==================== design 1
### Metal layers overlaid, design 1

Scale: 4 px per um.
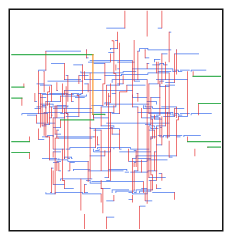
--- config.mk ---
export PLATFORM = sky130hd
export DESIGN_NAME = seq_pattern_tx
export DESIGN_NICKNAME = d
export VERILOG_FILES = /design/src/rtl/seq_pattern_tx.sv
export SDC_FILE = /design/constraint.sdc
export NUM_CORES = 1
export LEC_CHECK = 0
export CORE_AREA = 2 2 51 53
export DETAILED_ROUTE_END_ITERATION = 6
export DIE_AREA = 0 0 53 55
export GPL_TIMING_DRIVEN = 0
export PLACE_DENSITY_LB_ADDON = 0.2
export RECOVER_POWER = 50
export SETUP_SLACK_MARGIN = 0.2
export SLEW_MARGIN = 20
export SYNTH_ARGS = -nofsm -noshare
export SYNTH_HDL_FRONTEND = slang
export SYNTH_SLANG_ARGS = --single-unit
--- constraint.sdc ---
create_clock -name clk -period 4.5 [get_ports clk]
set_clock_uncertainty 0.05 [all_clocks]
set_input_delay 0.45 -clock clk [delete_from_list [all_inputs] [get_ports clk]]
set_output_delay 0.45 -clock clk [all_outputs]
set_load 0.005 [all_outputs]
--- src/rtl/seq_pattern_tx.sv ---
// Serial pattern burst transmitter: sends a captured pattern MSB-first repeat_cnt+1 times.
// Optional zero-gap insertion between patterns is compiled in with SEQ_TX_GAP_EN.
module seq_pattern_tx #(
  parameter int unsigned PAT_W = 4,
  parameter int unsigned CNT_W = 4,
  parameter int unsigned GAP_W = 3
) (
  input  logic             clk,
  input  logic             reset,
  input  logic             start,
  input  logic [PAT_W-1:0] pattern,
  input  logic [CNT_W-1:0] repeat_cnt,
  input  logic [GAP_W-1:0] gap_len,
  output logic             out_bit,
  output logic             out_valid,
  output logic             busy,
  output logic             done
);

  localparam int unsigned BIT_W = (PAT_W > 1) ? $clog2(PAT_W) : 1;
  localparam logic [BIT_W-1:0] BIT_TOP = BIT_W'(PAT_W - 1);

  typedef enum logic [1:0] {
    IDLE  = 2'd0,
    SHIFT = 2'd1,
`ifdef SEQ_TX_GAP_EN
    GAP   = 2'd2,
`endif
    DONE  = 2'd3
  } state_e;

  state_e             state_q;
  logic [PAT_W-1:0]   pat_q;
  logic [BIT_W-1:0]   bit_cnt_q;
  logic [CNT_W-1:0]   rep_cnt_q;
  logic               out_bit_q;
  logic               out_valid_q;
  logic               busy_q;
  logic               done_q;
`ifdef SEQ_TX_GAP_EN
  logic [GAP_W-1:0]   gap_len_q;
  logic [GAP_W-1:0]   gap_cnt_q;
`else
  logic               unused_gap;
  assign unused_gap = ^gap_len;
`endif

  // bit_cnt_q holds the index of the bit currently on out_bit
  always_ff @(posedge clk) begin
    if (reset) begin
      state_q     <= IDLE;
      pat_q       <= '0;
      bit_cnt_q   <= '0;
      rep_cnt_q   <= '0;
      out_bit_q   <= 1'b0;
      out_valid_q <= 1'b0;
      busy_q      <= 1'b0;
      done_q      <= 1'b0;
`ifdef SEQ_TX_GAP_EN
      gap_len_q   <= '0;
      gap_cnt_q   <= '0;
`endif
    end else begin
      case (state_q)
        IDLE: begin
          out_bit_q   <= 1'b0;
          out_valid_q <= 1'b0;
          done_q      <= 1'b0;
          busy_q      <= 1'b0;
          if (start) begin
            state_q     <= SHIFT;
            pat_q       <= pattern;
            rep_cnt_q   <= repeat_cnt;
            bit_cnt_q   <= BIT_TOP;
            out_bit_q   <= pattern[PAT_W-1];
            out_valid_q <= 1'b1;
            busy_q      <= 1'b1;
`ifdef SEQ_TX_GAP_EN
            gap_len_q   <= gap_len;
`endif
          end
        end

        SHIFT: begin
          if (bit_cnt_q != '0) begin
            bit_cnt_q <= bit_cnt_q - BIT_W'(1);
            out_bit_q <= pat_q[bit_cnt_q - BIT_W'(1)];
          end else if (rep_cnt_q == '0) begin
            state_q     <= DONE;
            out_bit_q   <= 1'b0;
            out_valid_q <= 1'b0;
            done_q      <= 1'b1;
          end else begin
            rep_cnt_q <= rep_cnt_q - CNT_W'(1);
`ifdef SEQ_TX_GAP_EN
            if (gap_len_q != '0) begin
              state_q   <= GAP;
              out_bit_q <= 1'b0;
              gap_cnt_q <= gap_len_q - GAP_W'(1);
            end else
`endif
            begin
              bit_cnt_q <= BIT_TOP;
              out_bit_q <= pat_q[PAT_W-1];
            end
          end
        end

`ifdef SEQ_TX_GAP_EN
        // gap_cnt_q counts gap cycles still to follow the current one
        GAP: begin
          if (gap_cnt_q != '0) begin
            gap_cnt_q <= gap_cnt_q - GAP_W'(1);
          end else begin
            state_q   <= SHIFT;
            bit_cnt_q <= BIT_TOP;
            out_bit_q <= pat_q[PAT_W-1];
          end
        end
`endif

        DONE: begin
          state_q     <= IDLE;
          done_q      <= 1'b0;
          busy_q      <= 1'b0;
          out_valid_q <= 1'b0;
          out_bit_q   <= 1'b0;
        end

        default: begin
          state_q     <= IDLE;
          done_q      <= 1'b0;
          busy_q      <= 1'b0;
          out_valid_q <= 1'b0;
          out_bit_q   <= 1'b0;
        end
      endcase
    end
  end

  assign out_bit   = out_bit_q;
  assign out_valid = out_valid_q;
  assign busy      = busy_q;
  assign done      = done_q;

endmodule

==> reports/qor.yml <==
pwr:
  pg_comb_mw: 0.111
yosys:
  top_area_cell: "dfxtp_1"
  synth-seq-area-share_pct: 41.4
  synthesis.instances: 88
  yosysWarnings: 0
  synth_top_area_share_pct: 41.4
  synth-main-ff-cell: "dfxtp_1"
clock_tree:
  cts_buffers: 3
  cts_resized: 0
  cts_max_level: 1
  root_buffer: "clkbuf_4"
placed_design:
  dp_hpwl_mm: 1.16
layout:
  diodes: 0
  fin_util_pct: 40.2
  nNonClkInverters: 5
  nets: 122
sta:
  rsz0062_at_grt: "false"
  min_period_ns: 1.96
route:
  drt-initial-drc-count: 1
  first_pass_iters: 3
  wl_per_cell_um: 11.6
  wl_met1_um: 707
status:
  outcome: "completed"
floorplanning:
  io_pins: 18
grt:
  grtUsageMet1_pct: 14.9
  grt_max_degree: 11
min_path:
  min_to: "busy"
worst_setup_path:
  worstSetupEndpointType: "register"
  cp-start-kind: "register"
About 'Metal layers overlaid' of design 1:
legend:
  red:
    layer: metal 2
    wire_length: 769 um
  green:
    layer: metal 3
    wire_length: 69.4 um
  orange:
    layer: metal 4
    wire_length: 15.0 um
  blue:
    layer: metal 1
    wire_length: 708 um

## worst max-delay path: cells and delay by family, from the launching register on
family | cells | cell delay, ns
compound gates | 2 | 0.27
fa+ha+maj | 1 | 0.20
buf+inv | 1 | 0.08
flops | 1 | 0.33
simple gates | 2 | 0.90
## layout by cell type (no fill, tap or decap), types with 2 or more instances in the layout
cell	instances
dfxtp_1	16
a21oi_1	11
clkdlybuf4s50_1	9
nor2_1	7
a211oi_1	7
nor3_1	6
nand2_1	6
inv_1	5
nand2b_1	4
o21ai_0	4
dlygate4sd3_1	4
nor3b_1	3
clkbuf_1	3
clkbuf_4	3
ha_1	2

==================== design 2
File: src/rtl/mfcc_pkg.sv
// Shared MFCC pipeline types and widths.
// Log-frame buffer FSM states live here.
package mfcc_pkg;
  localparam int LOG_W = 16;
  localparam int E_W = 46;
  localparam int NUM_FILT_DEF = 20;
  localparam int AW_DEF = 5;

  typedef enum logic [1:0] {
    IDLE,
    ISSUE,
    W1,
    W2
  } state_t;
endpackage

File: src/rtl/log_bank.sv
// Ping-pong pair of log-value banks.
// One write port, one comb read port, sum per bank.
module log_bank
  import mfcc_pkg::*;
#(
  parameter int NUM_FILT = 20,
  parameter int AW = 5,
  parameter int SUM_W = 21
) (
  input  logic             clk,
  input  logic             reset,
  input  logic             we,
  input  logic             wsel,
  input  logic [AW-1:0]    waddr,
  input  logic [LOG_W-1:0] wdata,
  input  logic             sum_we,
  input  logic [SUM_W-1:0] sum_wdata,
  input  logic             rsel,
  input  logic [AW-1:0]    raddr,
  output logic [LOG_W-1:0] rdata,
  output logic [SUM_W-1:0] rsum
);
  logic [LOG_W-1:0] mem [2][2**AW];
  logic [SUM_W-1:0] sum [2];

  // Bank storage and frame sums; cleared on reset.
  always_ff @(posedge clk or posedge reset) begin
    if (reset) begin
      for (int b = 0; b < 2; b++) begin
        sum[b] <= '0;
        for (int i = 0; i < 2**AW; i++)
          mem[b][i] <= '0;
      end
    end else begin
      if (we)
        mem[wsel][waddr] <= wdata;
      if (sum_we)
        sum[wsel] <= sum_wdata;
    end
  end

  // Out-of-range addresses read as zero.
  always_comb begin
    rdata = '0;
    if (int'(raddr) < NUM_FILT)
      rdata = mem[rsel][raddr];
    rsum = sum[rsel];
  end
endmodule

File: src/rtl/log_frame_buf.sv
// Sequences energies through the log stage and
// gathers log values into ping-pong frames.
module log_frame_buf
  import mfcc_pkg::*;
#(
  parameter int NUM_FILT = NUM_FILT_DEF,
  parameter int AW = AW_DEF,
  parameter int SUM_W = LOG_W + AW
) (
  input  logic             clk,
  input  logic             reset,
  input  logic [E_W-1:0]   e_in,
  input  logic             e_valid,
  output logic             e_ready,
  output logic [E_W-1:0]   log_in,
  output logic             log_en,
  input  logic [LOG_W-1:0] log_out,
  input  logic             log_overf,
  output logic             frame_valid,
  input  logic [AW-1:0]    frame_addr,
  output logic [LOG_W-1:0] frame_data,
  output logic [SUM_W-1:0] frame_sum,
  input  logic             frame_done,
  output logic             eos
);
  state_t state, state_n;
  logic [AW-1:0] count;
  logic [SUM_W-1:0] acc;
  logic [SUM_W-1:0] sum_next;
  logic wr_bank, rd_bank;
  logic [1:0] full;
  logic ov;
  logic wr, last, done_ok;

  assign last = count == AW'(NUM_FILT - 1);
  assign sum_next = acc + SUM_W'(log_out);
  assign done_ok = frame_done && full[rd_bank];
  assign frame_valid = full[rd_bank];

  // Next state and per-state strobes.
  always_comb begin
    state_n = state;
    e_ready = 1'b0;
    log_en = 1'b0;
    eos = 1'b0;
    wr = 1'b0;
    unique case (state)
      IDLE: begin
        e_ready = !full[wr_bank] && !reset;
        if (e_valid && e_ready)
          state_n = ISSUE;
      end
      ISSUE: begin
        log_en = 1'b1;
        state_n = W1;
      end
      W1: state_n = W2;
      W2: begin
        eos = ov;
        wr = !ov;
        state_n = IDLE;
      end
      default: state_n = IDLE;
    endcase
  end

  // State register.
  always_ff @(posedge clk or posedge reset) begin
    if (reset)
      state <= IDLE;
    else
      state <= state_n;
  end

  // Request latch, frame fill counters and bank flags.
  always_ff @(posedge clk or posedge reset) begin
    if (reset) begin
      log_in <= '0;
      ov <= 1'b0;
      count <= '0;
      acc <= '0;
      wr_bank <= 1'b0;
      rd_bank <= 1'b0;
      full <= '0;
    end else begin
      if (state == IDLE && e_valid && e_ready)
        log_in <= e_in;
      if (state == W1)
        ov <= log_overf;
      if (state == W2 && ov) begin
        count <= '0;
        acc <= '0;
      end
      if (wr) begin
        if (last) begin
          full[wr_bank] <= 1'b1;
          wr_bank <= !wr_bank;
          count <= '0;
          acc <= '0;
        end else begin
          count <= count + 1'b1;
          acc <= sum_next;
        end
      end
      if (done_ok) begin
        full[rd_bank] <= 1'b0;
        rd_bank <= !rd_bank;
      end
    end
  end

  log_bank #(
    .NUM_FILT(NUM_FILT),
    .AW(AW),
    .SUM_W(SUM_W)
  ) u_bank (
    .clk(clk),
    .reset(reset),
    .we(wr),
    .wsel(wr_bank),
    .waddr(count),
    .wdata(log_out),
    .sum_we(wr && last),
    .sum_wdata(sum_next),
    .rsel(rd_bank),
    .raddr(frame_addr),
    .rdata(frame_data),
    .rsum(frame_sum)
  );
endmodule

File: config.mk
export PLATFORM = sky130hd
export DESIGN_NAME = log_frame_buf
export DESIGN_NICKNAME = d
export VERILOG_FILES = /design/src/rtl/mfcc_pkg.sv /design/src/rtl/log_bank.sv /design/src/rtl/log_frame_buf.sv
export SDC_FILE = /design/constraint.sdc
export NUM_CORES = 2
export LEC_CHECK = 0
export CAP_MARGIN = 20
export CORE_MARGIN = 2
export CORE_UTILIZATION = 63
export DETAILED_ROUTE_END_ITERATION = 6
export PLACE_DENSITY = 0.94
export SYNTH_ARGS = -nofsm -noshare
export SYNTH_HDL_FRONTEND = slang
export SYNTH_SLANG_ARGS = --single-unit
File: constraint.sdc
create_clock -name clk -period 43.5 [get_ports clk]
set_input_delay 6.525 -clock clk [delete_from_list [all_inputs] [get_ports clk]]
set_output_delay 6.525 -clock clk [all_outputs]
set_load 0.05 [all_outputs]
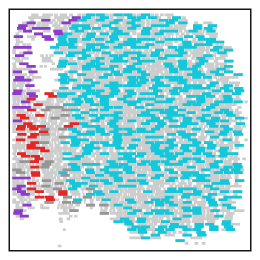
*Register map, names as in the netlist, design 2*
Scale: 1 px per um. Other sequential cells in the stronger grey, the rest of the logic in the fainter grey.
legend:
  cyan:
    name_in_the_netlist: u_bank.mem
    flops: 640
  purple:
    name_in_the_netlist: log_in
    flops: 46
    where: a column on the left
  red:
    name_in_the_netlist: u_bank.sum
    flops: 42
    where: middle left
not coloured: 33

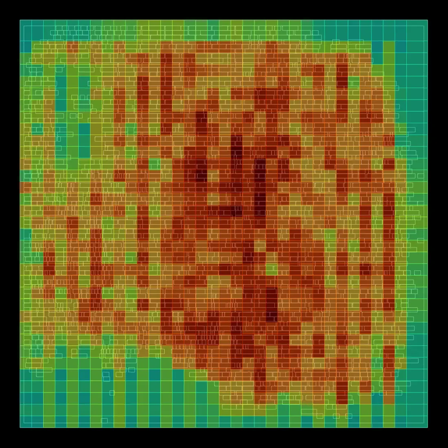
*Track usage over the die, design 2*
total track usage: 31.9%
Avg WL per Cell: 28.3 um
final core utilization: 72.9%
met3 Use GR: 7.41%
GR Util met2: 50.2%

==> reports/qor.yml <==
layout:
  n_all_buffers: 226
  ff_count: 761
  clk_share_pct: 6.40
  layout_top_cell: "dfrtp_1"
floorplanning:
  n_tap_cell: 748
  die_x_um: 240
  core-area_mm2: 0.0551
sta:
  fin_crit_sh_pct: 39.3
  rsz0062_at_grt: "false"
  slew_headroom_pct: 17.8
route:
  top_layer: "met5"
  first_pass_iters: 5
  wl_met1_mm: 35.1
clock_tree:
  cts_setup_buffers: 0
  cts_resized: 0
  cts_buffers: 76
pwr:
  power_frac_comb_pct: 26.1
  power_frac_clock_pct: 33.4
  pg_comb_mw: 0.538
worst_setup_path:
  worstSetupEndpoint: "frame_data[6]"
  rrSetupSlack_ns: 40.47
  crit_fanout: 53
  worstSetupEndpointType: "output port"
yosys:
  common_cells: "dfrtp_1 (761), mux2_2 (683), mux4_2 (176)"
  synth-main-ff-cell: "dfrtp_1"
  syn_area_mm2: 0.0351
placed_design:
  postPlaceCellArea_mm2: 0.0372
  dp.cells: 3121
  routabilityCongestion: 0.848
grt:
  grt_max_degree: 128
  top_usage_layer: "met2"
status:
  outcome: "completed"
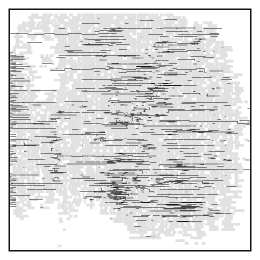
*Metal 3, design 2*
Scale: 1 px per um. Cells faint in the background.
longest straight run: 84.2 um
nets with wire on the layer: 440

==> cell families (layout without fill, tap and decap cells) <==
group	Yosys count	count (layout)	synth area share [%]
multiplexers	908	908	34.6
AND-OR/OR-AND	188	188	3.46
adder cells (fa/ha/maj)	27	27	0.984
other	0	1	0
AND/OR/NAND/NOR	241	241	3.08
buffers and inverters	263	375	3.20
XOR/XNOR	18	18	0.449
flip-flops	761	761	54.2
==> worst max-delay path: stages <==
cell and delay, ns:
buf_8 0.48, buf_4 0.58, buf_4 0.49, buf_16 0.30, mux4_2 0.55, mux2i_1 0.36
o221ai_1 0.22, o31a_1 0.21, clkdlybuf4s50_1 0.71

==================== design 3
### src/rtl/prog_loader_if.sv
// Host-pin and instruction-memory signals of the program loader.
interface prog_loader_if #(
  parameter int unsigned ADDR_W = 4
);
  logic              load_en;
  logic              strobe;
  logic [7:0]        din;
  logic              mem_we;
  logic [ADDR_W-1:0] mem_addr;
  logic [7:0]        mem_wdata;
  logic              cpu_hold;
  logic              load_done;
  logic              load_err;
  logic [ADDR_W:0]   byte_cnt;

  // Host side: drives the pins, observes memory port and status.
  modport master (
    output load_en, strobe, din,
    input  mem_we, mem_addr, mem_wdata, cpu_hold, load_done, load_err, byte_cnt
  );

  // Loader side.
  modport slave (
    input  load_en, strobe, din,
    output mem_we, mem_addr, mem_wdata, cpu_hold, load_done, load_err, byte_cnt
  );
endinterface

### src/rtl/prog_loader.sv
// Instruction-memory writer: receives a framed program (length, data, XOR
// checksum) over a strobed byte pin and holds the core in reset meanwhile.
module prog_loader #(
  parameter int unsigned ADDR_W = 4,
  parameter int unsigned DEPTH  = 16
) (
  input  logic         clk,
  input  logic         rst_n,
  prog_loader_if.slave bus
);

  localparam int unsigned CNT_W = ADDR_W + 1;

  typedef enum logic [2:0] {
    S_IDLE,
    S_LEN,
    S_DATA,
    S_CHK,
    S_DONE,
    S_ERR
  } state_t;

  state_t            state_q;
  logic              s1_q, s2_q, s3_q;
  logic [CNT_W-1:0]  len_q;
  logic [7:0]        chk_q;
  logic              mem_we_q;
  logic [ADDR_W-1:0] mem_addr_q;
  logic [7:0]        mem_wdata_q;
  logic              cpu_hold_q;
  logic              load_done_q;
  logic              load_err_q;
  logic [CNT_W-1:0]  byte_cnt_q;

  logic              strobe_edge_c;
  logic [CNT_W-1:0]  byte_cnt_d;
  logic              len_ok_c;

  // Rising edge of the synchronised strobe, plus helpers for the FSM.
  always_comb begin
    strobe_edge_c = s2_q & ~s3_q;
    byte_cnt_d    = byte_cnt_q + CNT_W'(1);
    len_ok_c      = (bus.din != 8'd0) && (bus.din <= 8'(DEPTH));
  end

  // Strobe synchroniser, frame FSM and registered outputs.
  always_ff @(posedge clk) begin
    if (!rst_n) begin
      state_q     <= S_IDLE;
      s1_q        <= 1'b0;
      s2_q        <= 1'b0;
      s3_q        <= 1'b0;
      len_q       <= '0;
      chk_q       <= '0;
      mem_we_q    <= 1'b0;
      mem_addr_q  <= '0;
      mem_wdata_q <= '0;
      cpu_hold_q  <= 1'b0;
      load_done_q <= 1'b0;
      load_err_q  <= 1'b0;
      byte_cnt_q  <= '0;
    end else begin
      s1_q     <= bus.strobe;
      s2_q     <= s1_q;
      s3_q     <= s2_q;
      mem_we_q <= 1'b0;
      unique case (state_q)
        S_IDLE: begin
          cpu_hold_q <= 1'b0;
          if (bus.load_en) begin
            state_q     <= S_LEN;
            cpu_hold_q  <= 1'b1;
            load_done_q <= 1'b0;
            load_err_q  <= 1'b0;
            byte_cnt_q  <= '0;
            chk_q       <= '0;
          end
        end
        S_LEN, S_DATA, S_CHK: begin
          // Dropping load_en aborts and takes priority over any strobe edge.
          if (!bus.load_en) begin
            state_q    <= S_IDLE;
            cpu_hold_q <= 1'b0;
            load_err_q <= 1'b1;
          end else if (strobe_edge_c) begin
            if (state_q == S_LEN) begin
              if (len_ok_c) begin
                len_q   <= bus.din[CNT_W-1:0];
                chk_q   <= bus.din;
                state_q <= S_DATA;
              end else begin
                state_q    <= S_ERR;
                load_err_q <= 1'b1;
              end
            end else if (state_q == S_DATA) begin
              mem_we_q    <= 1'b1;
              mem_addr_q  <= byte_cnt_q[ADDR_W-1:0];
              mem_wdata_q <= bus.din;
              chk_q       <= chk_q ^ bus.din;
              byte_cnt_q  <= byte_cnt_d;
              if (byte_cnt_d == len_q) begin
                state_q <= S_CHK;
              end
            end else begin
              if (bus.din == chk_q) begin
                state_q     <= S_DONE;
                load_done_q <= 1'b1;
              end else begin
                state_q    <= S_ERR;
                load_err_q <= 1'b1;
              end
            end
          end
        end
        S_DONE, S_ERR: begin
          if (!bus.load_en) begin
            state_q    <= S_IDLE;
            cpu_hold_q <= 1'b0;
          end
        end
        default: state_q <= S_IDLE;
      endcase
    end
  end

  assign bus.mem_we    = mem_we_q;
  assign bus.mem_addr  = mem_addr_q;
  assign bus.mem_wdata = mem_wdata_q;
  assign bus.cpu_hold  = cpu_hold_q;
  assign bus.load_done = load_done_q;
  assign bus.load_err  = load_err_q;
  assign bus.byte_cnt  = byte_cnt_q;

endmodule
### src/flat_wrapper.sv
// flat-port wrapper written by rule: the top's interface ports become plain ports
module prog_loader_flat 
#(
  parameter int unsigned ADDR_W = 4,
  parameter int unsigned DEPTH  = 16
)
  (clk, rst_n, bus_load_en, bus_strobe, bus_din, bus_mem_we, bus_mem_addr, bus_mem_wdata, bus_cpu_hold, bus_load_done, bus_load_err, bus_byte_cnt);
  prog_loader_if #(.ADDR_W(ADDR_W)) bus_i ();
  input  logic clk;
  input  logic rst_n;
  input wire logic [$bits(bus_i.load_en)-1:0] bus_load_en;
  input wire logic [$bits(bus_i.strobe)-1:0] bus_strobe;
  input wire logic [$bits(bus_i.din)-1:0] bus_din;
  output wire logic [$bits(bus_i.mem_we)-1:0] bus_mem_we;
  output wire logic [$bits(bus_i.mem_addr)-1:0] bus_mem_addr;
  output wire logic [$bits(bus_i.mem_wdata)-1:0] bus_mem_wdata;
  output wire logic [$bits(bus_i.cpu_hold)-1:0] bus_cpu_hold;
  output wire logic [$bits(bus_i.load_done)-1:0] bus_load_done;
  output wire logic [$bits(bus_i.load_err)-1:0] bus_load_err;
  output wire logic [$bits(bus_i.byte_cnt)-1:0] bus_byte_cnt;
  assign bus_i.load_en = bus_load_en;
  assign bus_i.strobe = bus_strobe;
  assign bus_i.din = bus_din;
  assign bus_mem_we = bus_i.mem_we;
  assign bus_mem_addr = bus_i.mem_addr;
  assign bus_mem_wdata = bus_i.mem_wdata;
  assign bus_cpu_hold = bus_i.cpu_hold;
  assign bus_load_done = bus_i.load_done;
  assign bus_load_err = bus_i.load_err;
  assign bus_byte_cnt = bus_i.byte_cnt;
  prog_loader #(.ADDR_W(ADDR_W), .DEPTH(DEPTH)) u_core (.clk(clk), .rst_n(rst_n), .bus(bus_i));
endmodule
### config.mk
export PLATFORM = sky130hd
export DESIGN_NAME = prog_loader_flat
export DESIGN_NICKNAME = d
export VERILOG_FILES = /design/src/rtl/prog_loader_if.sv /design/src/rtl/prog_loader.sv /design/src/flat_wrapper.sv
export SDC_FILE = /design/constraint.sdc
export NUM_CORES = 1
export LEC_CHECK = 0
export CAP_MARGIN = 20
export CORE_MARGIN = 2
export CORE_UTILIZATION = 42
export CTS_CLUSTER_SIZE = 40
export DETAILED_ROUTE_END_ITERATION = 8
export GPL_TIMING_DRIVEN = 0
export PLACE_DENSITY = 0.76
export SKIP_LAST_GASP = 1
export SLEW_MARGIN = 15
export SYNTH_ARGS = -nofsm -noshare
export SYNTH_HDL_FRONTEND = slang
export SYNTH_SLANG_ARGS = --single-unit
### constraint.sdc
create_clock -name clk -period 2.41 [get_ports clk]
set_clock_uncertainty 0.05 [all_clocks]
set_input_delay 0.482 -clock clk [delete_from_list [all_inputs] [get_ports clk]]
set_output_delay 0.482 -clock clk [all_outputs]
set_load 0.02 [all_outputs]
==> reports/qor.yml <==
layout:
  n_all_buffers: 50
  final-nonclk-buf-share_pct: 15.0
  syn2layout_area_growth_pct: 25.9
  fin_area_mm2: 0.00266
  nNonClkInverters: 5
  fillers: 458
run:
  log.warning_count: 27
yosys:
  synth-seq-area-share_pct: 38.0
  synth-main-ff-cell: "dfxtp_1"
  synth_nets: 278
  xor_share_pct: 5.82
  adder_share_pct: 1.78
  ys_cells: 263
  ys.flops: 40
  synthArstFlopShare_pct: 0
  synthTopLogicFamily: "simple AND/OR/NAND/NOR gates"
  yosys.area_share.simple_pct: 25.1
  mux_area_share_pct: 3.38
worst_setup_path:
  critical_path.max_stage_delay_ns: 0.59
  crit_arrival_ns: 2.43
  rr_startpoint: "u_core.state_q[2]"
  cp_cell_sequence: "clkdlybuf4s50_1 -> xor2_1 -> nor4_1 -> nand3_1 -> nand4_1 -> mux2_2"
  ff2ff_path_depth: 9
  worstPathRequired_ns: 2.55
  worstSetupEndpoint: "u_core.bus.load_err"
  setup.worst_path.start: "bus_din[7]"
sta:
  min_period_ns: 2.29
  holdWs_ns: 0.390
  setup_ws_ns: 0.120
clock_tree:
  hold_buffers: 0
  root_buffer: "clkbuf_8"
  cts_max_level: 2
floorplanning:
  fp_util_pct: 44.1
  die_y_um: 74.9
  rows: 25
pwr:
  netSwitchingPower_mw: 0.773
route:
  ant_nets: 0
  drc: 0
status:
  outcome: "completed"
grt:
  grt_max_degree: 15
  gr-total-overflow: 0
min_path:
  min_to: "u_core.s2_q"
placed_design:
  routabilityCongestion: 0.909
layer usage:
metal	GRT usage [%]	share of wire (%)
met2	32.4	47
met1	27.3	48
met5	0	0
met3	4.28	4.2
met4	5.36	0.51
critical path, delay by kind of cell:
kind                      cells  cell delay [ns]
xor gates and xnor gates      1             0.21
muxes                         1             0.34
and+or+nand+nor               3             0.87
buffers and inverters         1             0.53
power by group through the flow:
stage               clock (mW)  sequential (mW)  combinational (mW)
finish                   0.564            0.749               0.792
global route             0.607            0.756               0.883
CTS                      0.581            0.748               0.758
detailed placement           0            0.763               0.753
global placement             0            0.762               0.746
floorplan                    0            0.774               0.540
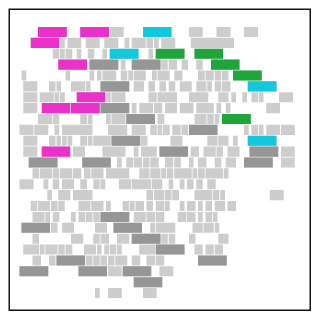
*Register map, names as in the netlist, design 3*
Scale: 4 px per um. Other sequential cells in the stronger grey, the rest of the logic in the fainter grey.
legend:
  magenta:
    name_in_the_netlist: u_core.bus.mem_wdata
    flops: 8
    where: upper left
  cyan:
    name_in_the_netlist: u_core.bus.mem_addr
    flops: 4
  green:
    name_in_the_netlist: u_core.bus.byte_cnt
    flops: 5
    where: upper right
not coloured: 23
Seq area share: 30.2%
Power Sequential: 0.749 mW
FF/Latch Area: 801 um2
final core utilization: 55.5%

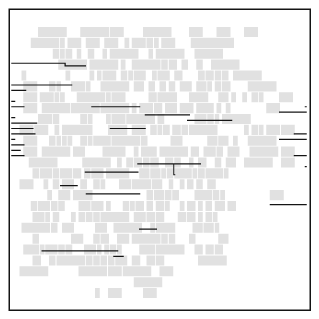
*Metal 3, design 3*
Scale: 4 px per um. Cells faint in the background.
nets with wire on the layer: 27
wire length on this layer: 214 um
total number of vias: 2,000
met3 Use GR: 4.28%
final wirelength: 5.10 mm


==================== design 4
### Metal layers overlaid, design 4

Scale: 2 px per um.
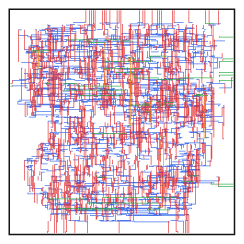
File: config.mk
export PLATFORM = sky130hd
export DESIGN_NAME = conv_window_accum
export DESIGN_NICKNAME = d
export VERILOG_FILES = /design/src/rtl/conv_pkg.sv /design/src/rtl/conv_out_pos.sv /design/src/rtl/conv_window_accum.sv
export SDC_FILE = /design/constraint.sdc
export NUM_CORES = 1
export LEC_CHECK = 0
export ABC_AREA = 1
export CORE_MARGIN = 4
export CORE_UTILIZATION = 55
export DETAILED_ROUTE_END_ITERATION = 10
export HOLD_SLACK_MARGIN = 0.1
export MAX_ROUTING_LAYER = met4
export PLACE_DENSITY = 0.77
export SETUP_SLACK_MARGIN = 0.2
export SYNTH_ARGS = -nofsm -noshare
export SYNTH_HDL_FRONTEND = slang
export SYNTH_SLANG_ARGS = --single-unit
File: constraint.sdc
create_clock -name clk -period 6.65 [get_ports clk]
set_input_delay 1.33 -clock clk [delete_from_list [all_inputs] [get_ports clk]]
set_output_delay 1.33 -clock clk [all_outputs]
set_load 0.02 [all_outputs]
File: src/rtl/conv_pkg.sv
// Shared constants and state type for the convolution window accumulator.
// Defaults: 6x6 image, 3x3 kernel, 8-bit signed data, 20-bit accumulator.
package conv_pkg;

  localparam int IMA_SIZE = 6;
  localparam int IMA_ADDR = 3;
  localparam int CON_SIZE = 3;
  localparam int CON_ADDR = 2;
  localparam int DATA_W   = 8;
  localparam int ACC_W    = 20;

  localparam int OUT_SIZE = IMA_SIZE - CON_SIZE + 1;
  localparam int TAPS     = CON_SIZE * CON_SIZE;

  typedef enum logic [1:0] {
    ST_IDLE,
    ST_ACCUM,
    ST_HOLD
  } conv_state_e;

endpackage

File: src/rtl/conv_out_pos.sv
// Output feature-map raster position counter (col fastest, wraps to 0,0).
// Ports: clk, reset (async low), clr, adv -> row, col, last.
module conv_out_pos #(
  parameter int OUT_SIZE = 4,
  parameter int ADDR_W   = 3
) (
  input  logic              clk,
  input  logic              reset,
  input  logic              clr,
  input  logic              adv,
  output logic [ADDR_W-1:0] row,
  output logic [ADDR_W-1:0] col,
  output logic              last
);

  localparam logic [ADDR_W-1:0] MAXP =
    ADDR_W'(OUT_SIZE - 1);

  logic row_end;
  logic col_end;

  assign row_end = (row == MAXP);
  assign col_end = (col == MAXP);
  assign last    = row_end && col_end;

  always_ff @(posedge clk or negedge reset) begin
    if (!reset) begin
      row <= '0;
      col <= '0;
    end else if (clr) begin
      row <= '0;
      col <= '0;
    end else if (adv) begin
      if (col_end) begin
        col <= '0;
        row <= row_end ? '0 : row + 1'b1;
      end else begin
        col <= col + 1'b1;
      end
    end
  end

endmodule

File: src/rtl/conv_window_accum.sv
// Multiply-accumulates CON_SIZE^2 pixel/weight terms per window and emits
// each sum with its output-map position over valid/ready. Option: RELU_EN.
// Ports: clk, reset (async low), frame_en, in_valid/in_ready/in_pixel/
// in_weight, out_valid/out_ready/out_data/out_row/out_col/out_last.
module conv_window_accum #(
  parameter int IMA_SIZE = conv_pkg::IMA_SIZE,
  parameter int IMA_ADDR = conv_pkg::IMA_ADDR,
  parameter int CON_SIZE = conv_pkg::CON_SIZE,
  parameter int CON_ADDR = conv_pkg::CON_ADDR,
  parameter int DATA_W   = conv_pkg::DATA_W,
  parameter int ACC_W    = conv_pkg::ACC_W
) (
  input  logic                     clk,
  input  logic                     reset,
  input  logic                     frame_en,
  input  logic                     in_valid,
  output logic                     in_ready,
  input  logic signed [DATA_W-1:0] in_pixel,
  input  logic signed [DATA_W-1:0] in_weight,
  output logic                     out_valid,
  input  logic                     out_ready,
  output logic signed [ACC_W-1:0]  out_data,
  output logic [IMA_ADDR-1:0]      out_row,
  output logic [IMA_ADDR-1:0]      out_col,
  output logic                     out_last
);

  import conv_pkg::*;

  localparam int OUT_N = IMA_SIZE - CON_SIZE + 1;
  localparam int PW    = 2 * DATA_W;
  localparam logic [CON_ADDR-1:0] TAP_MAX =
    CON_ADDR'(CON_SIZE - 1);

  conv_state_e state;

  logic hold;
  logic clr;
  logic accept;
  logic first_tap;
  logic last_tap;
  logic done;

  logic [CON_ADDR-1:0] tap_row;
  logic [CON_ADDR-1:0] tap_col;

  logic signed [PW-1:0]    prod;
  logic signed [ACC_W-1:0] prod_ext;
  logic signed [ACC_W-1:0] acc;
  logic signed [ACC_W-1:0] sum;
  logic signed [ACC_W-1:0] res;

  logic [IMA_ADDR-1:0] pos_row;
  logic [IMA_ADDR-1:0] pos_col;
  logic                pos_last;

  assign hold = out_valid && !out_ready;

  always_comb begin
    state = ST_IDLE;
    unique case (1'b1)
      !frame_en:          state = ST_IDLE;
      frame_en && hold:   state = ST_HOLD;
      frame_en && !hold:  state = ST_ACCUM;
      default:            state = ST_IDLE;
    endcase
  end

  assign in_ready = (state == ST_ACCUM);
  assign clr      = (state == ST_IDLE);

  assign accept    = in_valid && in_ready;
  assign first_tap = (tap_row == '0) && (tap_col == '0);
  assign last_tap  = (tap_row == TAP_MAX) && (tap_col == TAP_MAX);
  assign done      = accept && last_tap;

  assign prod     = in_pixel * in_weight;
  assign prod_ext = {{(ACC_W-PW){prod[PW-1]}}, prod};
  assign sum      = (first_tap ? '0 : acc) + prod_ext;

`ifdef RELU_EN
  assign res = sum[ACC_W-1] ? '0 : sum;
`else
  assign res = sum;
`endif

  always_ff @(posedge clk or negedge reset) begin
    if (!reset) begin
      tap_row <= '0;
      tap_col <= '0;
      acc     <= '0;
    end else if (clr) begin
      tap_row <= '0;
      tap_col <= '0;
      acc     <= '0;
    end else if (accept) begin
      acc <= sum;
      if (tap_col == TAP_MAX) begin
        tap_col <= '0;
        tap_row <= (tap_row == TAP_MAX) ? '0 : tap_row + 1'b1;
      end else begin
        tap_col <= tap_col + 1'b1;
      end
    end
  end

  // A completing window reloads even if the old result pops this cycle.
  always_ff @(posedge clk or negedge reset) begin
    if (!reset) begin
      out_valid <= 1'b0;
      out_data  <= '0;
      out_row   <= '0;
      out_col   <= '0;
      out_last  <= 1'b0;
    end else if (done) begin
      out_valid <= 1'b1;
      out_data  <= res;
      out_row   <= pos_row;
      out_col   <= pos_col;
      out_last  <= pos_last;
    end else if (out_valid && out_ready) begin
      out_valid <= 1'b0;
    end
  end

  conv_out_pos #(
    .OUT_SIZE (OUT_N),
    .ADDR_W   (IMA_ADDR)
  ) u_pos (
    .clk   (clk),
    .reset (reset),
    .clr   (clr),
    .adv   (done),
    .row   (pos_row),
    .col   (pos_col),
    .last  (pos_last)
  );

endmodule

==> reports/qor.yml <==
yosys:
  syn_area_mm2: 0.00593
  mux_area_share_pct: 0
  yosys.area_share.simple_pct: 19.3
  synthesis.instances: 780
  edf_count: 0
  synth.avg_cell_area_um2: 7.60
  ys_cells: 780
  aoi_share_pct: 7.91
  top_area_cell: "dfrtp_1"
layout:
  drive_above_1_share_pct: 15.4
  num-clock-buffers: 9
  fillers: 816
  seq_area_mm2: 0.00145
  nets: 1010
  syn2layout_area_growth_pct: 23.8
placed_design:
  pre_cts_ws_ns: -0.364
  dp_hpwl_mm: 10.5
  postPlaceCellArea_mm2: 0.00697
worst_setup_path:
  crit_fanout: 8
  r2r-end: "acc[14]"
  crit_arrival_ns: 6.34
  path_delay_family: "adder cells"
  rr_startpoint: "tap_row[0]"
  slowest_stage: "fa_1"
  critical_path.max_stage_delay_ns: 0.60
  cp-start-kind: "input port"
  worstSetupEndpoint: "acc[18]"
  path_common_cell: "inv_1"
grt:
  antenna_found_initial: 0
  grt_pass1_vias: 5529
floorplanning:
  rows: 37
  chip_area_mm2: 0.0125
  n_tap_cell: 136
clock_tree:
  numClockSinks: 58
  root_buffer: "clkbuf_8"
sta:
  setup_ws_ns: 0.532
  max_freq_ghz: 0.163
  slew_headroom_pct: 38.0
  fin_worst_skew_ns: 0.0113
  fin_tns_setup_ns: 0
route:
  ant_nets: 0
pwr:
  vdd_drop_max_uv: 546
status:
  outcome: "completed"
Notes on 'Metal layers overlaid' of design 4 above:
legend:
  orange:
    layer: metal 4
    wire_length: 233 um
  blue:
    layer: metal 1
    wire_length: 5,680 um
  green:
    layer: metal 3
    wire_length: 548 um
  red:
    layer: metal 2
    wire_length: 6,810 um
total number of vias: 5,148
total track usage: 23.6%
Avg WL per Cell: 13.0 um
final wirelength: 13.3 mm

## power breakdown
part	switching, mW	leakage (nW)	internal, mW
sequential	0.0380	0.789	0.433
combinational	1.57	3.34	1.29
clock	0.161	0.124	0.252
total	1.77	4.25	1.97
## layer usage
| layer | routed length (um) | track usage (%) | vias to the layer above | part of all wire, % |
|---|---|---|---|---|
| met4 | 233 | 6.73 | 0 | 1.8 |
| met5 | 0 | - | - | 0 |
| li1 | - | - | 2536 | - |
| met1 | 5680 | 28.3 | 2480 | 43 |
| met3 | 547 | 3.86 | 28 | 4.1 |
| met2 | 6810 | 41.1 | 104 | 51 |

==================== design 5
### Metal layers overlaid, design 5

Scale: 1.5 px per um.
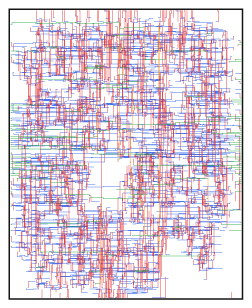
### Metal 3, design 5

Scale: 1.5 px per um. Cells faint in the background.
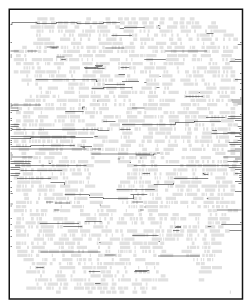
--- src/rtl/emmc_rsp_receiver.sv ---
// eMMC host response receiver: waits for the device start bit after a command, then shifts in
// a 48-bit or 136-bit response and checks framing. The CRC7 check is built only when RSP_CRC_CHK_EN is defined.
module emmc_rsp_receiver #(
  parameter int NCR_MAX = 64,
  parameter int CNT_W   = 8
) (
  input  logic         mclk,
  input  logic         rstn,
  input  logic         rsp_arm,
  input  logic         rsp_long,
  input  logic         rsp_no_crc,
  input  logic         cmd_i,
  output logic         rsp_busy,
  output logic         rsp_valid,
  output logic [5:0]   rsp_index,
  output logic [31:0]  rsp_arg,
  output logic [119:0] rsp_cid,
  output logic         rsp_crc_err,
  output logic         rsp_frame_err,
  output logic         rsp_timeout
);

  typedef enum logic [1:0] {
    S_IDLE,
    S_WAIT,
    S_RECV,
    S_DONE
  } state_t;

  state_t           state_q, state_d;
  logic [CNT_W-1:0] tcnt_q;
  logic [CNT_W-1:0] bcnt_q;
  logic [CNT_W-1:0] bit_num;
  logic [CNT_W-1:0] last_num;
  logic             long_q;
  logic             ferr_q;
  logic             ncr_expired;
  logic             last_bit;
  // The top 8 bits of an R2 frame never reach a field, so a 127-bit window is enough.
  logic [126:0]     sr_q;
  logic [127:0]     sr_nxt;

  assign sr_nxt      = {sr_q, cmd_i};
  assign bit_num     = bcnt_q + 1'b1;
  assign last_num    = long_q ? CNT_W'(136) : CNT_W'(48);
  assign ncr_expired = (tcnt_q == CNT_W'(NCR_MAX - 1));
  assign last_bit    = (state_q == S_RECV) && (bit_num == last_num);
  assign rsp_busy    = (state_q == S_WAIT) || (state_q == S_RECV);

  always_ff @(posedge mclk) begin
    if (!rstn) begin
      state_q <= S_IDLE;
    end else begin
      state_q <= state_d;
    end
  end

  always_comb begin
    state_d = state_q;
    case (state_q)
      S_IDLE: begin
        if (rsp_arm) begin
          state_d = S_WAIT;
        end
      end
      S_WAIT: begin
        if (!cmd_i) begin
          state_d = S_RECV;
        end else if (ncr_expired) begin
          state_d = S_IDLE;
        end
      end
      S_RECV: begin
        if (bit_num == last_num) begin
          state_d = S_DONE;
        end
      end
      S_DONE: begin
        state_d = S_IDLE;
      end
      default: begin
        state_d = S_IDLE;
      end
    endcase
  end

  always_ff @(posedge mclk) begin
    if (!rstn) begin
      tcnt_q        <= '0;
      bcnt_q        <= '0;
      long_q        <= 1'b0;
      ferr_q        <= 1'b0;
      sr_q          <= '0;
      rsp_valid     <= 1'b0;
      rsp_timeout   <= 1'b0;
      rsp_index     <= '0;
      rsp_arg       <= '0;
      rsp_cid       <= '0;
      rsp_frame_err <= 1'b0;
    end else begin
      rsp_valid   <= 1'b0;
      rsp_timeout <= 1'b0;
      if (state_q == S_DONE) begin
        rsp_frame_err <= 1'b0;
      end
      case (state_q)
        S_IDLE: begin
          if (rsp_arm) begin
            long_q <= rsp_long;
            tcnt_q <= '0;
          end
        end
        S_WAIT: begin
          if (!cmd_i) begin
            // The start bit is a zero, so shifting it into a cleared register leaves it cleared.
            bcnt_q <= CNT_W'(1);
            sr_q   <= '0;
            ferr_q <= 1'b0;
          end else if (ncr_expired) begin
            rsp_timeout <= 1'b1;
          end else begin
            tcnt_q <= tcnt_q + 1'b1;
          end
        end
        S_RECV: begin
          sr_q   <= sr_nxt[126:0];
          bcnt_q <= bit_num;
          if ((bit_num == CNT_W'(2)) && cmd_i) begin
            ferr_q <= 1'b1;
          end
          if (last_bit) begin
            rsp_valid     <= 1'b1;
            rsp_frame_err <= ferr_q | ~cmd_i;
            if (long_q) begin
              rsp_index <= 6'h3F;
              rsp_arg   <= '0;
              rsp_cid   <= sr_nxt[127:8];
            end else begin
              rsp_index <= sr_nxt[45:40];
              rsp_arg   <= sr_nxt[39:8];
              rsp_cid   <= '0;
            end
          end
        end
        default: begin
        end
      endcase
    end
  end

`ifdef RSP_CRC_CHK_EN
  logic [6:0] crc_q;
  logic       no_crc_q;
  logic       crc_err_q;
  logic       crc_in_range;

  function automatic logic [6:0] crc7_step(input logic [6:0] c, input logic b);
    logic fb;
    fb = c[6] ^ b;
    return {c[5:3], c[2] ^ fb, c[1:0], fb};
  endfunction

  // R2 covers only the CID bits (bit numbers 9..128); short frames cover bits 1..40.
  assign crc_in_range = long_q ? ((bit_num >= CNT_W'(9)) && (bit_num <= CNT_W'(128)))
                               : (bit_num <= CNT_W'(40));

  always_ff @(posedge mclk) begin
    if (!rstn) begin
      crc_q     <= '0;
      no_crc_q  <= 1'b0;
      crc_err_q <= 1'b0;
    end else begin
      if (state_q == S_DONE) begin
        crc_err_q <= 1'b0;
      end
      case (state_q)
        S_IDLE: begin
          if (rsp_arm) begin
            no_crc_q <= rsp_no_crc;
          end
        end
        S_WAIT: begin
          if (!cmd_i) begin
            crc_q <= '0;
          end
        end
        S_RECV: begin
          if (crc_in_range) begin
            crc_q <= crc7_step(crc_q, cmd_i);
          end
          if (last_bit) begin
            crc_err_q <= ~no_crc_q && (sr_nxt[7:1] != crc_q);
          end
        end
        default: begin
        end
      endcase
    end
  end

  assign rsp_crc_err = crc_err_q;
`else
  logic unused_crc;
  assign unused_crc  = ^{rsp_no_crc, sr_nxt[7:1]};
  assign rsp_crc_err = 1'b0;
`endif

endmodule

--- config.mk ---
export PLATFORM = sky130hd
export DESIGN_NAME = emmc_rsp_receiver
export DESIGN_NICKNAME = d
export VERILOG_FILES = /design/src/rtl/emmc_rsp_receiver.sv
export SDC_FILE = /design/constraint.sdc
export NUM_CORES = 1
export LEC_CHECK = 0
export CAP_MARGIN = 40
export CORE_ASPECT_RATIO = 1.25
export CORE_MARGIN = 2
export CORE_UTILIZATION = 42
export CTS_CLUSTER_DIAMETER = 40
export DETAILED_ROUTE_END_ITERATION = 8
export PLACE_DENSITY_LB_ADDON = 0.1
export SKIP_CTS_REPAIR_TIMING = 1
export SLEW_MARGIN = 5
export SYNTH_ARGS = -nofsm -noshare
export SYNTH_HDL_FRONTEND = slang
export SYNTH_SLANG_ARGS = --single-unit
--- constraint.sdc ---
create_clock -name mclk -period 4 [get_ports mclk]
set_clock_uncertainty 0.1 [all_clocks]
set_input_delay 0.8 -clock mclk [delete_from_list [all_inputs] [get_ports mclk]]
set_output_delay 0.8 -clock mclk [all_outputs]
set_load 0.01 [all_outputs]
==> reports/qor.yml <==
yosys:
  synth.avg_cell_area_um2: 8.76
  yosysWarnings: 0
  ys_chip_area_mm2: 0.0119
  synth_nets: 1371
  edf_count: 0
  adder_share_pct: 0.736
worst_setup_path:
  crit_type: "register to register"
  cp-start-kind: "register"
  path_depth: 8
  rrSetupSlack_ns: 0.80
  slowest_stage: "and2_4"
  critical_path.max_stage_delay_ns: 0.53
  worstPathRequired_ns: 4.34
floorplanning:
  chip_area_mm2: 0.0297
  io_pins: 169
  n_tap_cell: 350
sta:
  fin_tns_setup_ns: 0
  hold_viol_final: 0
  final_max_slew_viol_count: 0
placed_design:
  dp_hpwl_mm: 17.2
  dp.cells: 1732
layout:
  diodes: 0
  final_cells: 1802
  syn2layout_area_growth_pct: 26.2
  final_cell_mix: "dfxtp_1 (307), a21oi_1 (173), clkdlybuf4s50_1 (166)"
status:
  outcome: "completed"
clock_tree:
  cts_tree: "done"
  clkTransAtPathRegs_ns: 0.06
route:
  first_pass_iters: 5
  via_per_inst: 5.80
  wl_per_cell_um: 17.4
min_path:
  min_to: "rsp_arg[1]"
grt:
  grt_max_degree: 111
About 'Metal layers overlaid' of design 5:
legend:
  orange:
    layer: metal 4
    wire_length: 585 um
  red:
    layer: metal 2
    wire_length: 14,300 um
  blue:
    layer: metal 1
    wire_length: 14,900 um
  green:
    layer: metal 3
    wire_length: 1,670 um

About 'Metal 3' of design 5:
main direction: horizontal
wire length on this layer: 1,670 um
nets with wire on the layer: 134
share of all routed wire: 5.3%
longest straight run: 71.5 um
met3 Use GR: 4.22%
final wirelength: 31.4 mm

-- routing by layer --
| layer | up-vias | part of all wire (%) | GRT usage, % |
|---|---|---|---|
| li1 | 5117 | - | - |
| met1 | 5049 | 47 | 29.0 |
| met2 | 245 | 45 | 31.6 |
| met3 | 40 | 5.3 | 4.22 |
| met4 | 0 | 1.9 | 5.88 |
| met5 | - | 0 | 0 |
-- power by group --
group,switching [mW],internal (mW)
sequential,0.0476,3.08
combinational,0.526,0.170
clock,1.36,2.31

==================== design 6
### Track usage over the die, design 6

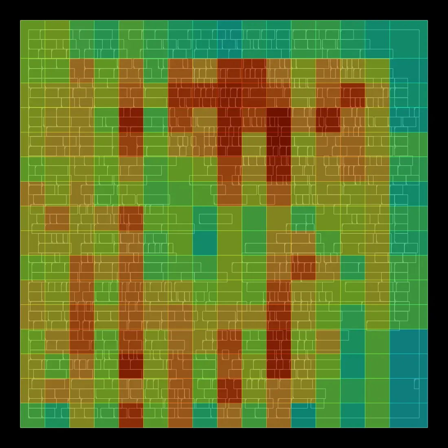
### Metal layers overlaid, design 6

Scale: 2 px per um.
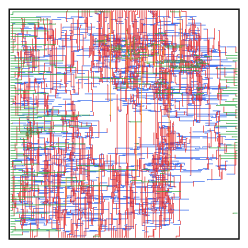
--- src/rtl/load_store_unit.sv ---
// Load/store engine: issues one valid/ready bus access per request, and
// aligns and extends load data into rd_mem for writeback.
module load_store_unit #(
  parameter  int MAX_WAIT = 255,
  localparam int REG_LEN  = 32
) (
  input  logic               clk,
  input  logic               rst_n,
  input  logic               req,
  input  logic               we,
  input  logic [2:0]         funct3,
  input  logic [REG_LEN-1:0] addr,
  input  logic [REG_LEN-1:0] wdata,
  output logic               busy,
  output logic               done,
  output logic               err,
  output logic [REG_LEN-1:0] rd_mem,
  output logic               mem_valid,
  input  logic               mem_ready,
  output logic               mem_we,
  output logic [REG_LEN-1:0] mem_addr,
  output logic [3:0]         mem_wstrb,
  output logic [REG_LEN-1:0] mem_wdata,
  input  logic [REG_LEN-1:0] mem_rdata
);
  typedef enum logic [1:0] {IDLE, BUS, RESP} state_t;

  state_t               state_reg, state_next;
  logic                 we_reg, we_next;
  logic [2:0]           funct3_reg, funct3_next;
  logic [1:0]           lane_reg, lane_next;
  logic [7:0]           wait_reg, wait_next;
  logic                 busy_reg, busy_next;
  logic                 done_reg, done_next;
  logic                 err_reg, err_next;
  logic [REG_LEN-1:0]   rd_mem_reg, rd_mem_next;
  logic                 mem_valid_reg, mem_valid_next;
  logic                 mem_we_reg, mem_we_next;
  logic [REG_LEN-1:0]   mem_addr_reg, mem_addr_next;
  logic [3:0]           mem_wstrb_reg, mem_wstrb_next;
  logic [REG_LEN-1:0]   mem_wdata_reg, mem_wdata_next;

  logic                 illegal;
  logic [3:0]           strb_req;
  logic [REG_LEN-1:0]   wdata_rep;
  logic [7:0]           byte_sel;
  logic [15:0]          half_sel;
  logic [REG_LEN-1:0]   load_data;

  // Legality of the incoming request: alignment, encoding, and no unsigned stores.
  always_comb begin
    illegal = 1'b0;
    case (funct3)
      3'b000, 3'b100: illegal = 1'b0;
      3'b001, 3'b101: illegal = addr[0];
      3'b010:         illegal = (addr[1:0] != 2'b00);
      default:        illegal = 1'b1;
    endcase
    if (we && funct3[2]) illegal = 1'b1;
  end

  always_comb begin
    case (funct3[1:0])
      2'b00: begin
        strb_req  = 4'b0001 << addr[1:0];
        wdata_rep = {4{wdata[7:0]}};
      end
      2'b01: begin
        strb_req  = addr[1] ? 4'b1100 : 4'b0011;
        wdata_rep = {2{wdata[15:0]}};
      end
      default: begin
        strb_req  = 4'b1111;
        wdata_rep = wdata;
      end
    endcase
    if (!we) strb_req = 4'b0000;
  end

  always_comb begin
    case (lane_reg)
      2'd0: byte_sel = mem_rdata[7:0];
      2'd1: byte_sel = mem_rdata[15:8];
      2'd2: byte_sel = mem_rdata[23:16];
      2'd3: byte_sel = mem_rdata[31:24];
    endcase
    half_sel = lane_reg[1] ? mem_rdata[31:16] : mem_rdata[15:0];
    case (funct3_reg)
      3'b000:  load_data = {{24{byte_sel[7]}}, byte_sel};
      3'b100:  load_data = {24'd0, byte_sel};
      3'b001:  load_data = {{16{half_sel[15]}}, half_sel};
      3'b101:  load_data = {16'd0, half_sel};
      default: load_data = mem_rdata;
    endcase
  end

  always_comb begin
    state_next     = state_reg;
    we_next        = we_reg;
    funct3_next    = funct3_reg;
    lane_next      = lane_reg;
    wait_next      = wait_reg;
    busy_next      = busy_reg;
    done_next      = 1'b0;
    err_next       = 1'b0;
    rd_mem_next    = rd_mem_reg;
    mem_valid_next = mem_valid_reg;
    mem_we_next    = mem_we_reg;
    mem_addr_next  = mem_addr_reg;
    mem_wstrb_next = mem_wstrb_reg;
    mem_wdata_next = mem_wdata_reg;
    case (state_reg)
      IDLE: begin
        if (req) begin
          we_next        = we;
          funct3_next    = funct3;
          lane_next      = addr[1:0];
          wait_next      = 8'd0;
          busy_next      = 1'b1;
          mem_we_next    = we;
          mem_addr_next  = {addr[REG_LEN-1:2], 2'b00};
          mem_wstrb_next = strb_req;
          mem_wdata_next = wdata_rep;
          if (illegal) begin
            state_next     = RESP;
            mem_valid_next = 1'b0;
          end else begin
            state_next     = BUS;
            mem_valid_next = 1'b1;
          end
        end
      end
      BUS: begin
        if (mem_ready) begin
          if (!we_reg) rd_mem_next = load_data;
          mem_valid_next = 1'b0;
          done_next      = 1'b1;
          busy_next      = 1'b0;
          state_next     = RESP;
        end else if (wait_reg == 8'(MAX_WAIT)) begin
          mem_valid_next = 1'b0;
          done_next      = 1'b1;
          err_next       = 1'b1;
          busy_next      = 1'b0;
          state_next     = RESP;
        end else begin
          wait_next = wait_reg + 8'd1;
        end
      end
      RESP: begin
        // An illegal access spends its first RESP cycle busy, so it also
        // reports two cycles after the request.
        if (!done_reg) begin
          done_next = 1'b1;
          err_next  = 1'b1;
          busy_next = 1'b0;
        end else begin
          state_next = IDLE;
        end
      end
      default: state_next = IDLE;
    endcase
  end

  always_ff @(posedge clk or negedge rst_n) begin
    if (!rst_n) begin
      state_reg     <= IDLE;
      we_reg        <= 1'b0;
      funct3_reg    <= 3'd0;
      lane_reg      <= 2'd0;
      wait_reg      <= 8'd0;
      busy_reg      <= 1'b0;
      done_reg      <= 1'b0;
      err_reg       <= 1'b0;
      rd_mem_reg    <= '0;
      mem_valid_reg <= 1'b0;
      mem_we_reg    <= 1'b0;
      mem_addr_reg  <= '0;
      mem_wstrb_reg <= 4'd0;
      mem_wdata_reg <= '0;
    end else begin
      state_reg     <= state_next;
      we_reg        <= we_next;
      funct3_reg    <= funct3_next;
      lane_reg      <= lane_next;
      wait_reg      <= wait_next;
      busy_reg      <= busy_next;
      done_reg      <= done_next;
      err_reg       <= err_next;
      rd_mem_reg    <= rd_mem_next;
      mem_valid_reg <= mem_valid_next;
      mem_we_reg    <= mem_we_next;
      mem_addr_reg  <= mem_addr_next;
      mem_wstrb_reg <= mem_wstrb_next;
      mem_wdata_reg <= mem_wdata_next;
    end
  end

  assign busy      = busy_reg;
  assign done      = done_reg;
  assign err       = err_reg;
  assign rd_mem    = rd_mem_reg;
  assign mem_valid = mem_valid_reg;
  assign mem_we    = mem_we_reg;
  assign mem_addr  = mem_addr_reg;
  assign mem_wstrb = mem_wstrb_reg;
  assign mem_wdata = mem_wdata_reg;
endmodule

--- config.mk ---
export PLATFORM = sky130hd
export DESIGN_NAME = load_store_unit
export DESIGN_NICKNAME = d
export VERILOG_FILES = /design/src/rtl/load_store_unit.sv
export SDC_FILE = /design/constraint.sdc
export NUM_CORES = 1
export LEC_CHECK = 0
export CAP_MARGIN = 20
export CORE_MARGIN = 2
export CORE_UTILIZATION = 45
export DETAILED_ROUTE_END_ITERATION = 10
export PLACE_DENSITY = 0.82
export SLEW_MARGIN = 10
export SYNTH_ARGS = -nofsm -noshare
export SYNTH_HDL_FRONTEND = slang
export SYNTH_SLANG_ARGS = --single-unit
--- constraint.sdc ---
create_clock -name clk -period 4.6 [get_ports clk]
set_clock_uncertainty 0.05 [all_clocks]
set_input_delay 0.92 -clock clk [delete_from_list [all_inputs] [get_ports clk]]
set_output_delay 0.92 -clock clk [all_outputs]
set_load 0.02 [all_outputs]
==> reports/qor.yml <==
status:
  outcome: "completed"
worst_setup_path:
  cp_cell_sequence: "clkdlybuf4s50_1 -> mux4_2 -> nor3b_2 -> o31ai_4 -> a21oi_1"
  worstPathRequired_ns: 4.79
  worstSetupEndpointType: "register"
pwr:
  p_seq_share_pct: 30.6
  power-per-cell-area_mw_per_mm2: 728
  power_clock_mw: 1.53
yosys:
  edf_count: 0
  xor_share_pct: 0
  ys.flops: 118
  mux_area_share_pct: 15.7
  aoi_share_pct: 12.7
floorplanning:
  core-area_mm2: 0.0119
route:
  wl_met3_mm: 1.73
  ant_nets: 0
  wl_met1_mm: 5.86
  drc: 0
sta:
  fin_tns_setup_ns: 0
  slew_headroom_pct: 43.0
  max_freq_ghz: 0.365
clock_tree:
  clk_path_buf_depth: 2
  root_buffer: "clkbuf_16"
layout:
  num-clock-buffers: 20
  nNonClkInverters: 7
placed_design:
  dp.cells: 844
  routabilityCongestion: 0.882
Notes on 'Track usage over the die' of design 6 above:
met1 Usage GRT: 27.9%
Avg WL per Cell: 17.8 um
final core utilization: 69.8%
met3 Use GR: 11.3%
GR peak layer: met2

Notes on 'Metal layers overlaid' of design 6 above:
legend:
  red:
    layer: metal 2
    wire_length: 7,720 um
  green:
    layer: metal 3
    wire_length: 1,730 um
  blue:
    layer: metal 1
    wire_length: 5,860 um
  orange:
    layer: metal 4
    wire_length: 314 um
total track usage: 24.8%
final wirelength: 15.6 mm
total number of vias: 4,788

==> how the worst max path moves through the flow <==
stage | start | end | slack [ns] | cells past startpoint
floorplan | mem_rdata[31] | rd_mem[20] | 2.30 | 5
global placement | req | state_reg[0] | 1.59 | 4
detailed placement | mem_rdata[15] | rd_mem[19] | 1.47 | 5
CTS | mem_rdata[15] | rd_mem[19] | 1.86 | 5
global route | mem_rdata[15] | rd_mem[25] | 1.77 | 5
finish | mem_rdata[15] | rd_mem[19] | 1.86 | 5


==> notes/layouts.md <==
Pictures saved along the way, in no particular order.

Metal 3.
image #1
Scale: 4 px per um. Cells faint in the background.
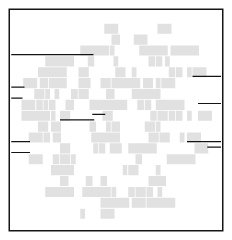
image #2
Scale: 2 px per um. Cells faint in the background.
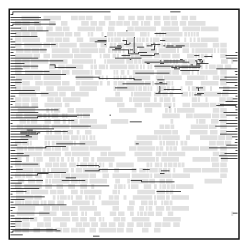
image #3
Scale: 2 px per um. Cells faint in the background.
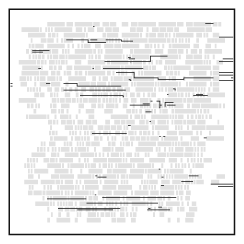
Of these, smallest die: image #1
| from | picture |
|---|---|
| design 4 | image #3 |
| design 6 | image #2 |
| design 1 | image #1 |

Key to image #3:
nets with wire on the layer: 47
share of all routed wire: 4.1%
main direction: horizontal
longest straight run: 36.8 um
wire length on this layer: 548 um

Power figures rest on the tool's default switching activity, not on a simulated workload.
